# nibble_alu_seq

### Metal 1, nibble_alu_seq

Scale bar: 20 um.
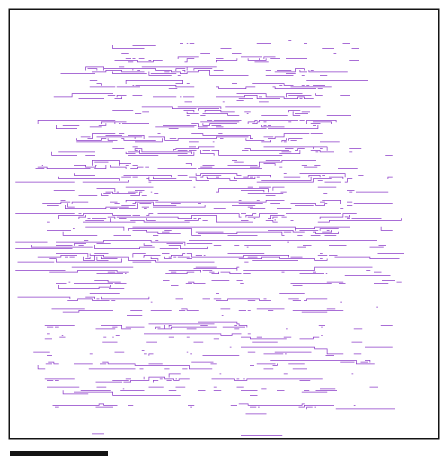
### Met2 routing, nibble_alu_seq

Scale bar: 20 um. Cells faint in the background.
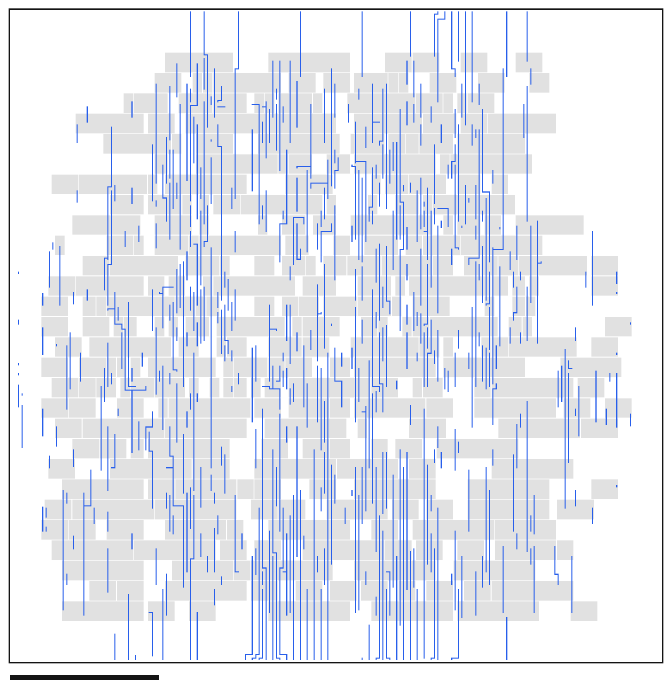
==> src/rtl/nibble_alu_seq.sv <==
// nibble_alu_seq: WIDTH-bit AND/OR/ADD/SUB/SLTU computed one nibble per cycle through an external 4-bit ALU slice.
// Optional feature: define NIBBLE_ALU_SEQ_ZERO_FLAG_EN to add the registered rsp_zero output.
module nibble_alu_seq #(
   parameter int WIDTH = 16
) (
   input  logic             clk,
   input  logic             rst_n,
   input  logic             req_valid,
   output logic             req_ready,
   input  logic [2:0]       req_op,
   input  logic [WIDTH-1:0] req_a,
   input  logic [WIDTH-1:0] req_b,
   output logic [3:0]       alu_a,
   output logic [3:0]       alu_b,
   output logic             alu_carry_in,
   output logic             alu_binvert,
   output logic [1:0]       alu_operation,
   input  logic [3:0]       alu_result,
   input  logic             alu_carry_out,
   output logic             rsp_valid,
   input  logic             rsp_ready,
   output logic [WIDTH-1:0] rsp_result,
   output logic             rsp_carry
`ifdef NIBBLE_ALU_SEQ_ZERO_FLAG_EN
   ,
   output logic             rsp_zero
`endif
);

   localparam int N    = WIDTH / 4;
   localparam int IDXW = (N > 1) ? $clog2(N) : 1;

   localparam logic [2:0] OP_AND  = 3'b000;
   localparam logic [2:0] OP_OR   = 3'b001;
   localparam logic [2:0] OP_ADD  = 3'b010;
   localparam logic [2:0] OP_SUB  = 3'b110;
   localparam logic [2:0] OP_SLTU = 3'b111;

   typedef enum logic [1:0] {S_IDLE, S_RUN, S_DONE} state_t;

   state_t           state_q, state_d;
   logic [IDXW-1:0]  idx_q, idx_d;
   logic             carry_q, carry_d;
   logic [WIDTH-1:0] a_q, a_d, b_q, b_d;
   logic [2:0]       op_q, op_d;
   logic [WIDTH-1:0] work_q, work_d;
   logic [WIDTH-1:0] res_q, res_d;
   logic             rcarry_q, rcarry_d;
   logic [WIDTH-1:0] full;
   logic             complete;

   function automatic logic is_sub(input logic [2:0] op);
      return (op == OP_SUB) || (op == OP_SLTU);
   endfunction

   function automatic logic [1:0] alu_op_of(input logic [2:0] op);
      case (op)
         OP_AND:          return 2'b00;
         OP_OR:           return 2'b01;
         OP_ADD:          return 2'b10;
         OP_SUB, OP_SLTU: return 2'b10;
         default:         return 2'b00;
      endcase
   endfunction

   // SLTU collapses to the borrow bit; reserved ops report zero.
   function automatic logic [WIDTH-1:0] final_result(input logic [2:0] op,
                                                     input logic [WIDTH-1:0] acc,
                                                     input logic co);
      case (op)
         OP_AND, OP_OR, OP_ADD, OP_SUB: return acc;
         OP_SLTU:                       return {{(WIDTH-1){1'b0}}, ~co};
         default:                       return '0;
      endcase
   endfunction

   function automatic logic final_carry(input logic [2:0] op, input logic co);
      case (op)
         OP_AND, OP_OR, OP_ADD, OP_SUB, OP_SLTU: return co;
         default:                                return 1'b0;
      endcase
   endfunction

   always_comb begin
      state_d       = state_q;
      idx_d         = idx_q;
      carry_d       = carry_q;
      a_d           = a_q;
      b_d           = b_q;
      op_d          = op_q;
      work_d        = work_q;
      res_d         = res_q;
      rcarry_d      = rcarry_q;
      complete      = 1'b0;
      req_ready     = 1'b0;
      rsp_valid     = 1'b0;
      alu_a         = 4'h0;
      alu_b         = 4'h0;
      alu_carry_in  = 1'b0;
      alu_binvert   = 1'b0;
      alu_operation = 2'b00;
      full          = work_q;
      full[{idx_q, 2'b00} +: 4] = alu_result;

      case (state_q)
         S_IDLE: begin
            req_ready = 1'b1;
            if (req_valid) begin
               a_d     = req_a;
               b_d     = req_b;
               op_d    = req_op;
               idx_d   = '0;
               carry_d = is_sub(req_op);
               work_d  = '0;
               state_d = S_RUN;
            end
         end
         S_RUN: begin
            alu_a         = a_q[{idx_q, 2'b00} +: 4];
            alu_b         = b_q[{idx_q, 2'b00} +: 4];
            alu_carry_in  = carry_q;
            alu_binvert   = is_sub(op_q);
            alu_operation = alu_op_of(op_q);
            work_d        = full;
            carry_d       = alu_carry_out;
            idx_d         = idx_q + IDXW'(1);
            if (idx_q == IDXW'(N - 1)) begin
               complete = 1'b1;
               res_d    = final_result(op_q, full, alu_carry_out);
               rcarry_d = final_carry(op_q, alu_carry_out);
               state_d  = S_DONE;
            end
         end
         S_DONE: begin
            rsp_valid = 1'b1;
            if (rsp_ready) state_d = S_IDLE;
         end
         default: state_d = S_IDLE;
      endcase
   end

   always_ff @(posedge clk or negedge rst_n) begin
      if (!rst_n) begin
         state_q  <= S_IDLE;
         idx_q    <= '0;
         carry_q  <= 1'b0;
         res_q    <= '0;
         rcarry_q <= 1'b0;
      end else begin
         state_q  <= state_d;
         idx_q    <= idx_d;
         carry_q  <= carry_d;
         res_q    <= res_d;
         rcarry_q <= rcarry_d;
      end
   end

   // Operand and partial-result storage needs no reset: only read while in RUN.
   always_ff @(posedge clk) begin
      a_q    <= a_d;
      b_q    <= b_d;
      op_q   <= op_d;
      work_q <= work_d;
   end

   assign rsp_result = res_q;
   assign rsp_carry  = rcarry_q;

`ifdef NIBBLE_ALU_SEQ_ZERO_FLAG_EN
   logic zero_q;

   always_ff @(posedge clk or negedge rst_n) begin
      if (!rst_n)        zero_q <= 1'b0;
      else if (complete) zero_q <= (res_d == '0);
   end

   assign rsp_zero = zero_q;
`endif

endmodule
==> config.mk <==
export PLATFORM = sky130hd
export DESIGN_NAME = nibble_alu_seq
export DESIGN_NICKNAME = d
export VERILOG_FILES = /design/src/rtl/nibble_alu_seq.sv
export SDC_FILE = /design/constraint.sdc
export NUM_CORES = 1
export LEC_CHECK = 0
export CORE_MARGIN = 4
export CORE_UTILIZATION = 52
export CTS_BUF_LIST = sky130_fd_sc_hd__clkbuf_8
export CTS_CLUSTER_DIAMETER = 60
export CTS_CLUSTER_SIZE = 28
export DETAILED_ROUTE_END_ITERATION = 10
export PLACE_DENSITY = 0.82
export SETUP_SLACK_MARGIN = 0.02
export SYNTH_ARGS = -nofsm -noshare
export SYNTH_HDL_FRONTEND = slang
export SYNTH_SLANG_ARGS = --single-unit
==> constraint.sdc <==
create_clock -name clk -period 2.73 [get_ports clk]
set_input_delay 0.4095 -clock clk [delete_from_list [all_inputs] [get_ports clk]]
set_output_delay 0.4095 -clock clk [all_outputs]
set_load 0.005 [all_outputs]
==> impl_metrics.yaml <==
# synthesis and place-and-route metrics
run_status:
  status: "finished clean"
clocking:
  resized_cells_post_cts: 0
  cts-root-to-sink-buffers: 2
floorplanning:
  fp.coreArea_mm2: 0.00603
  std_cell_rows: 28
finish:
  flip_flop_and_latch_share_of_the_layout_cell_area_pct: 49.3
  filler_instances: 421
  inv_count: 9
timing:
  timing.final.ws_setup_ns: 0.281
power:
  static-leakage-power_nw: 1.57
  p_sw_share_pct: 33.7
  seq_cell_power_mw: 1.85
worst_setup_path:
  r2r.worst_path.cells: 5
  worstPathBufferInverterCount: 1
logic_synthesis:
  yosys.stat.chipArea_mm2: 0.00327
global_routing:
  grt_pass1_vias: 2115
Notes on 'Metal 1' of nibble_alu_seq above:
longest straight run: 38.2 um
nets with wire on the layer: 326
main direction: horizontal
vias: 2102
routed wire length: 6.54 mm

Notes on 'Met2 routing' of nibble_alu_seq above:
share of all routed wire: 50%
main direction: vertical
nets with wire on the layer: 305
fraction of met2 tracks used by global routing: 29.5%

==> placed cells by master (no fill, tap or decap), drive strengths merged, types with 4 or more instances in the layout <==
master | netlist | routed
inv | 9 | 11
a31oi | 4 | 4
o21ai | 5 | 5
buf | 9 | 9
a41oi | 4 | 4
nor2 | 39 | 39
nor2b | 18 | 18
dfrtp | 22 | 22
nand2 | 8 | 8
edfxtp | 51 | 51
clkdlybuf4s50 | 0 | 74
ha | 7 | 7
clkbuf | 3 | 9
a211oi | 12 | 12
a32oi | 8 | 8
mux4 | 8 | 8
==> registers in the layout, summed over array words and instances, names as in the netlist <==
| signal | flops |
|---|---|
| a_q | 16 |
| b_q | 16 |
| carry_q | 1 |
| idx_q | 2 |
| op_q | 3 |
| rsp_carry | 1 |
| rsp_result | 16 |
| state_q | 2 |
| work_q | 16 |
==> cell families (layout without fill, tap and decap cells) <==
family / Yosys count / in the layout / share of synthesized area, %
buffers and inverters: 21 / 107 / 3.98
flip-flops: 73 / 73 / 63.7
multiplexers: 11 / 11 / 6.47
AND-OR/OR-AND: 40 / 40 / 10.7
adder cells (fa/ha/maj): 7 / 7 / 2.68
AND/OR/NAND/NOR: 75 / 75 / 12.4

# cache_bank_double_access

### M4 wires, cache_bank_double_access

Scale bar: 200 um.
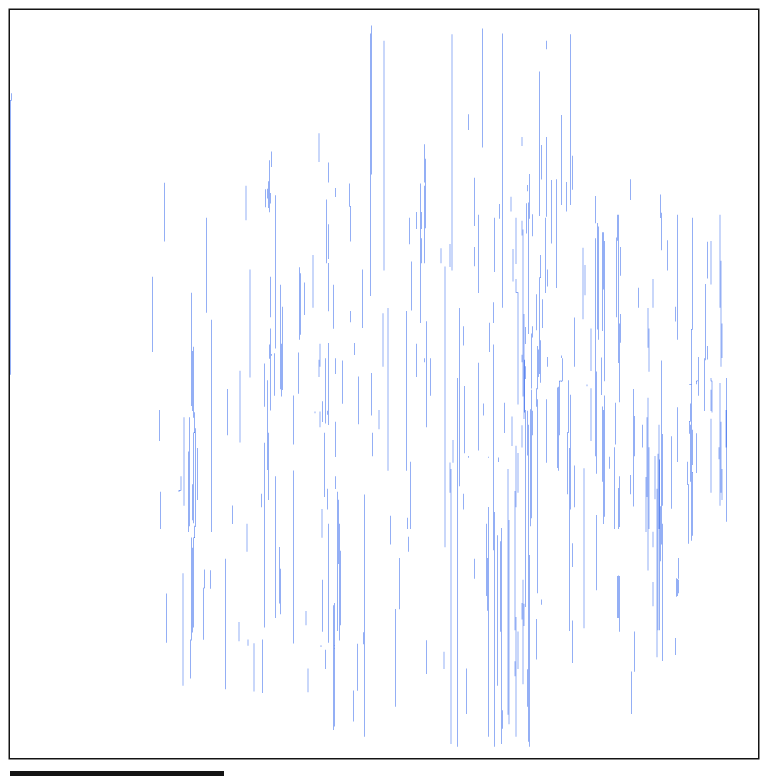
### Signal wires on met3, cache_bank_double_access

Scale bar: 200 um. Cells faint in the background.
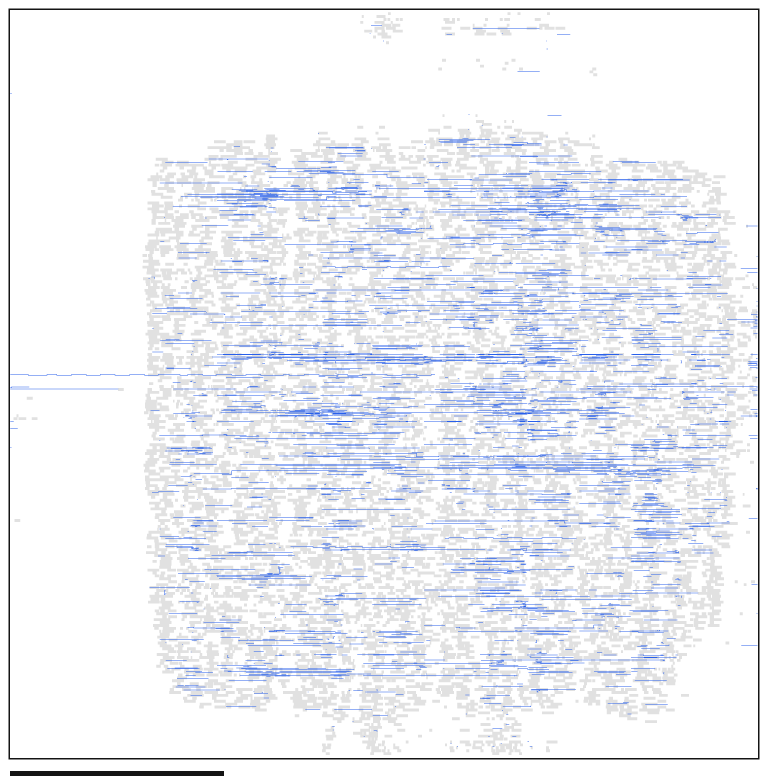
### Track usage over the die, cache_bank_double_access

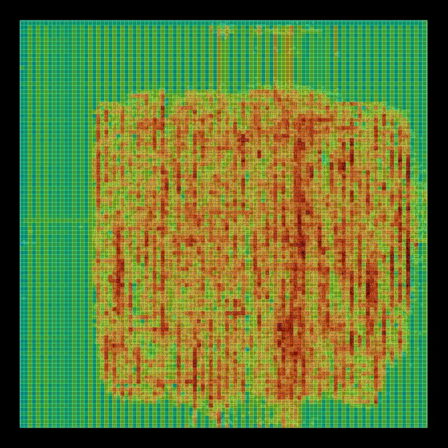
--- config.mk ---
export PLATFORM = sky130hd
export DESIGN_NAME = cache_bank_double_access
export DESIGN_NICKNAME = d
export VERILOG_FILES = /design/src/rtl/cache_bank_double_access.sv
export SDC_FILE = /design/constraint.sdc
export NUM_CORES = 2
export LEC_CHECK = 0
export ABC_CLOCK_PERIOD_IN_PS = 2200
export CAP_MARGIN = 40
export CORE_UTILIZATION = 25
export CTS_CLUSTER_SIZE = 30
export DETAILED_ROUTE_END_ITERATION = 6
export GPL_ROUTABILITY_DRIVEN = 0
export PLACE_DENSITY = 0.48
export SYNTH_ARGS = -nofsm -noshare
export SYNTH_HDL_FRONTEND = slang
export SYNTH_SLANG_ARGS = --single-unit
--- constraint.sdc ---
create_clock -name clk -period 2.2 [get_ports clk]
set_clock_uncertainty 0.1 [all_clocks]
set_input_delay 0.33 -clock clk [delete_from_list [all_inputs] [get_ports clk]]
set_output_delay 0.33 -clock clk [all_outputs]
set_load 0.05 [all_outputs]
--- src/rtl/cache_bank_double_access.sv ---
// Two-port shared storage bank: two write ports, where port 1 wins a same-address collision,
// and two registered read ports that return the old contents during a write.
module cache_bank_double_access #(
   parameter int DATA_WIDTH = 32,
   parameter int ADDR_WIDTH = 6
) (
   input  logic                  clk,
   input  logic                  rst_n,
   input  logic                  i_we,
   input  logic [DATA_WIDTH-1:0] i_wdata,
   input  logic [ADDR_WIDTH-1:0] i_waddr,
   input  logic [ADDR_WIDTH-1:0] i_raddr,
   output logic [DATA_WIDTH-1:0] o_rdata,
   input  logic                  i_we2,
   input  logic [DATA_WIDTH-1:0] i_wdata2,
   input  logic [ADDR_WIDTH-1:0] i_waddr2,
   input  logic [ADDR_WIDTH-1:0] i_raddr2,
   output logic [DATA_WIDTH-1:0] o_rdata2
);

   localparam int DEPTH = 1 << ADDR_WIDTH;

   generate
      if (DATA_WIDTH < 1 || ADDR_WIDTH < 1) begin : g_bad_params
         $error("cache_bank_double_access: DATA_WIDTH and ADDR_WIDTH must be >= 1");
      end
   endgenerate

   logic [DATA_WIDTH-1:0] mem [DEPTH];
   logic                  we2_eff;

   // Port 2 is masked on a same-address collision so that port 1's data lands.
   assign we2_eff = i_we2 && !(i_we && (i_waddr == i_waddr2));

   // Storage array: no reset, so that it infers as RAM and keeps its contents across reset.
   always_ff @(posedge clk) begin
      if (rst_n) begin
         if (we2_eff)
            mem[i_waddr2] <= i_wdata2;
         if (i_we)
            mem[i_waddr] <= i_wdata;
      end
   end

   // Read registers sample the array before this edge's writes land, which gives read-first behaviour.
   always_ff @(posedge clk or negedge rst_n) begin
      if (!rst_n) begin
         o_rdata  <= '0;
         o_rdata2 <= '0;
      end else begin
         o_rdata  <= mem[i_raddr];
         o_rdata2 <= mem[i_raddr2];
      end
   end

endmodule

==> impl_metrics.yaml <==
# synthesis and place-and-route metrics
run_status:
  status: "finished, violations left"
  violations: "setup timing"
floorplanning:
  io_pins: 156
  width_of_the_chip_um: 698
  design.die.area_mm2: 0.488
  floorplan.initialDensity_pct: 25.1
  fp.coreArea_mm2: 0.483
logic_synthesis:
  post_synth_fa_ha_maj_area_fraction_pct: 0
  synthesis.yosys.warnings: 0
  most_common_cell: "sky130_fd_sc_hd__edfxtp_1"
  post_synth_main_logic_family: "multiplexers"
  synth.cells.most_frequent: "sky130_fd_sc_hd__edfxtp_1 (2048), sky130_fd_sc_hd__mux2_2 (2037), sky130_fd_sc_hd__mux4_2 (1015)"
  netlist-cell-type-count: 55
  synth_sequential_area_ratio_pct: 52.1
  yosys.stat.chipArea_mm2: 0.121
  synth.cellmix.compoundShare_pct: 3.64
  synthesis.area_mm2: 0.121
  syn_inst: 7372
worst_setup_path:
  worst_ep_required_time_ns: 2.87
  path_delay_family: "AND-OR/OR-AND gates"
  r2r.worst_path.cells: 6
  timing.critical_path.slowest_stage_cell: "sky130_fd_sc_hd__a221oi_4"
  timing.critical_path.fanout_max: 5
  worst-endpoint-arrival_ns: 2.92
  r2r_setup_slack_ns: -0.05
power:
  power_per_cell_area_mw_per_mm2: 667
  p_total_mw: 101
global_routing:
  grt_pass1_vias: 81900
  grt_overflow_total: 0
clocking:
  cts_hold_repair.buffers: 52
  clock_tree.root_cell: "sky130_fd_sc_hd__clkbuf_16"
  cts.htree.levels: 4
min_path:
  hp-class: "in2reg"
  worstHoldStart: "i_wdata2[18]"
timing:
  rsz_0062_raised_after_global_routing: "true"
  timing_worst_slew_pin_value_ns: 0.956
  setup-tns-final_ns: -0.108
  setup_viol: 8
  final_period_utilization_pct: 102
  hold_ws_ns: 0.0716
  finalHoldViolCount: 0
  timing.final.ws_setup_ns: -0.0469
  report.final.slew_viol_count: 0
finish:
  finish.instance_area_mm2: 0.151
  lay_top_count: "sky130_fd_sc_hd__edfxtp_1"
  syn2layout_area_growth_pct: 24.7
  post_layout_nonfiller_instances: 14700
drt:
  drt_iter0_drc: 9388
  wl_per_cell_um: 35.1
job:
  log.warning_count: 30
  drv_cap: 0
placed_design:
  dp.cells: 14200
  dp_worst_setup_slack_ns: -1.32
Notes on 'M4 wires' of cache_bank_double_access above:
main direction: vertical
wire length on this layer: 22.6 mm
nets with wire on the layer: 210
longest straight run: 344 um
share of all routed wire: 4.4%
routed wire length: 517 mm
vias: 80300

Notes on 'Signal wires on met3' of cache_bank_double_access above:
longest straight run: 225 um
share of all routed wire: 7.8%
wire length on this layer: 40.1 mm
nets with wire on the layer: 1068
main direction: horizontal
global-route met3 utilization: 3.57%

Notes on 'Track usage over the die' of cache_bank_double_access above:
Util after Layout: 31.3%
global router's overall resource usage: 20.6%
fraction of met2 tracks used by global routing: 34.1%
met1 Resource Use GR: 26.9%

-- area by class of cell --
| class | instances | area [um2] |
|---|---|---|
| inverter | 7 | 26.3 |
| clock buffer | 294 | 6350 |
| antenna | 9 | 22.5 |
| clock inverter | 156 | 1500 |
| multi-input combinational | 4243 | 55600 |
| sequential | 2112 | 63100 |
| timing repair buffer | 1491 | 16500 |
| fill | 47000 | 332000 |
| tap | 6425 | 8040 |
-- power by group --
part / total, mW / internal (mW) / switching, mW
clock: 41.5 / 23.3 / 18.2
combinational: 14.5 / 6.21 / 8.28
sequential: 44.9 / 44.6 / 0.265
-- registers in the layout, indices dropped and copies added, names as in the netlist --
signal and cells:
mem 2048, o_rdata 32, o_rdata2 32
-- layer usage --
metal	part of all wire (%)	wire length, um	vias up	track usage, %
met5	0.015	77	-	0
met4	4.4	22600	12	7.71
met3	7.8	40100	819	3.57
met2	48	247000	3942	34.1
met1	40	207000	43700	26.9
li1	-	-	31900	-

No activity file was given, so power comes from the tool's default toggle rates.
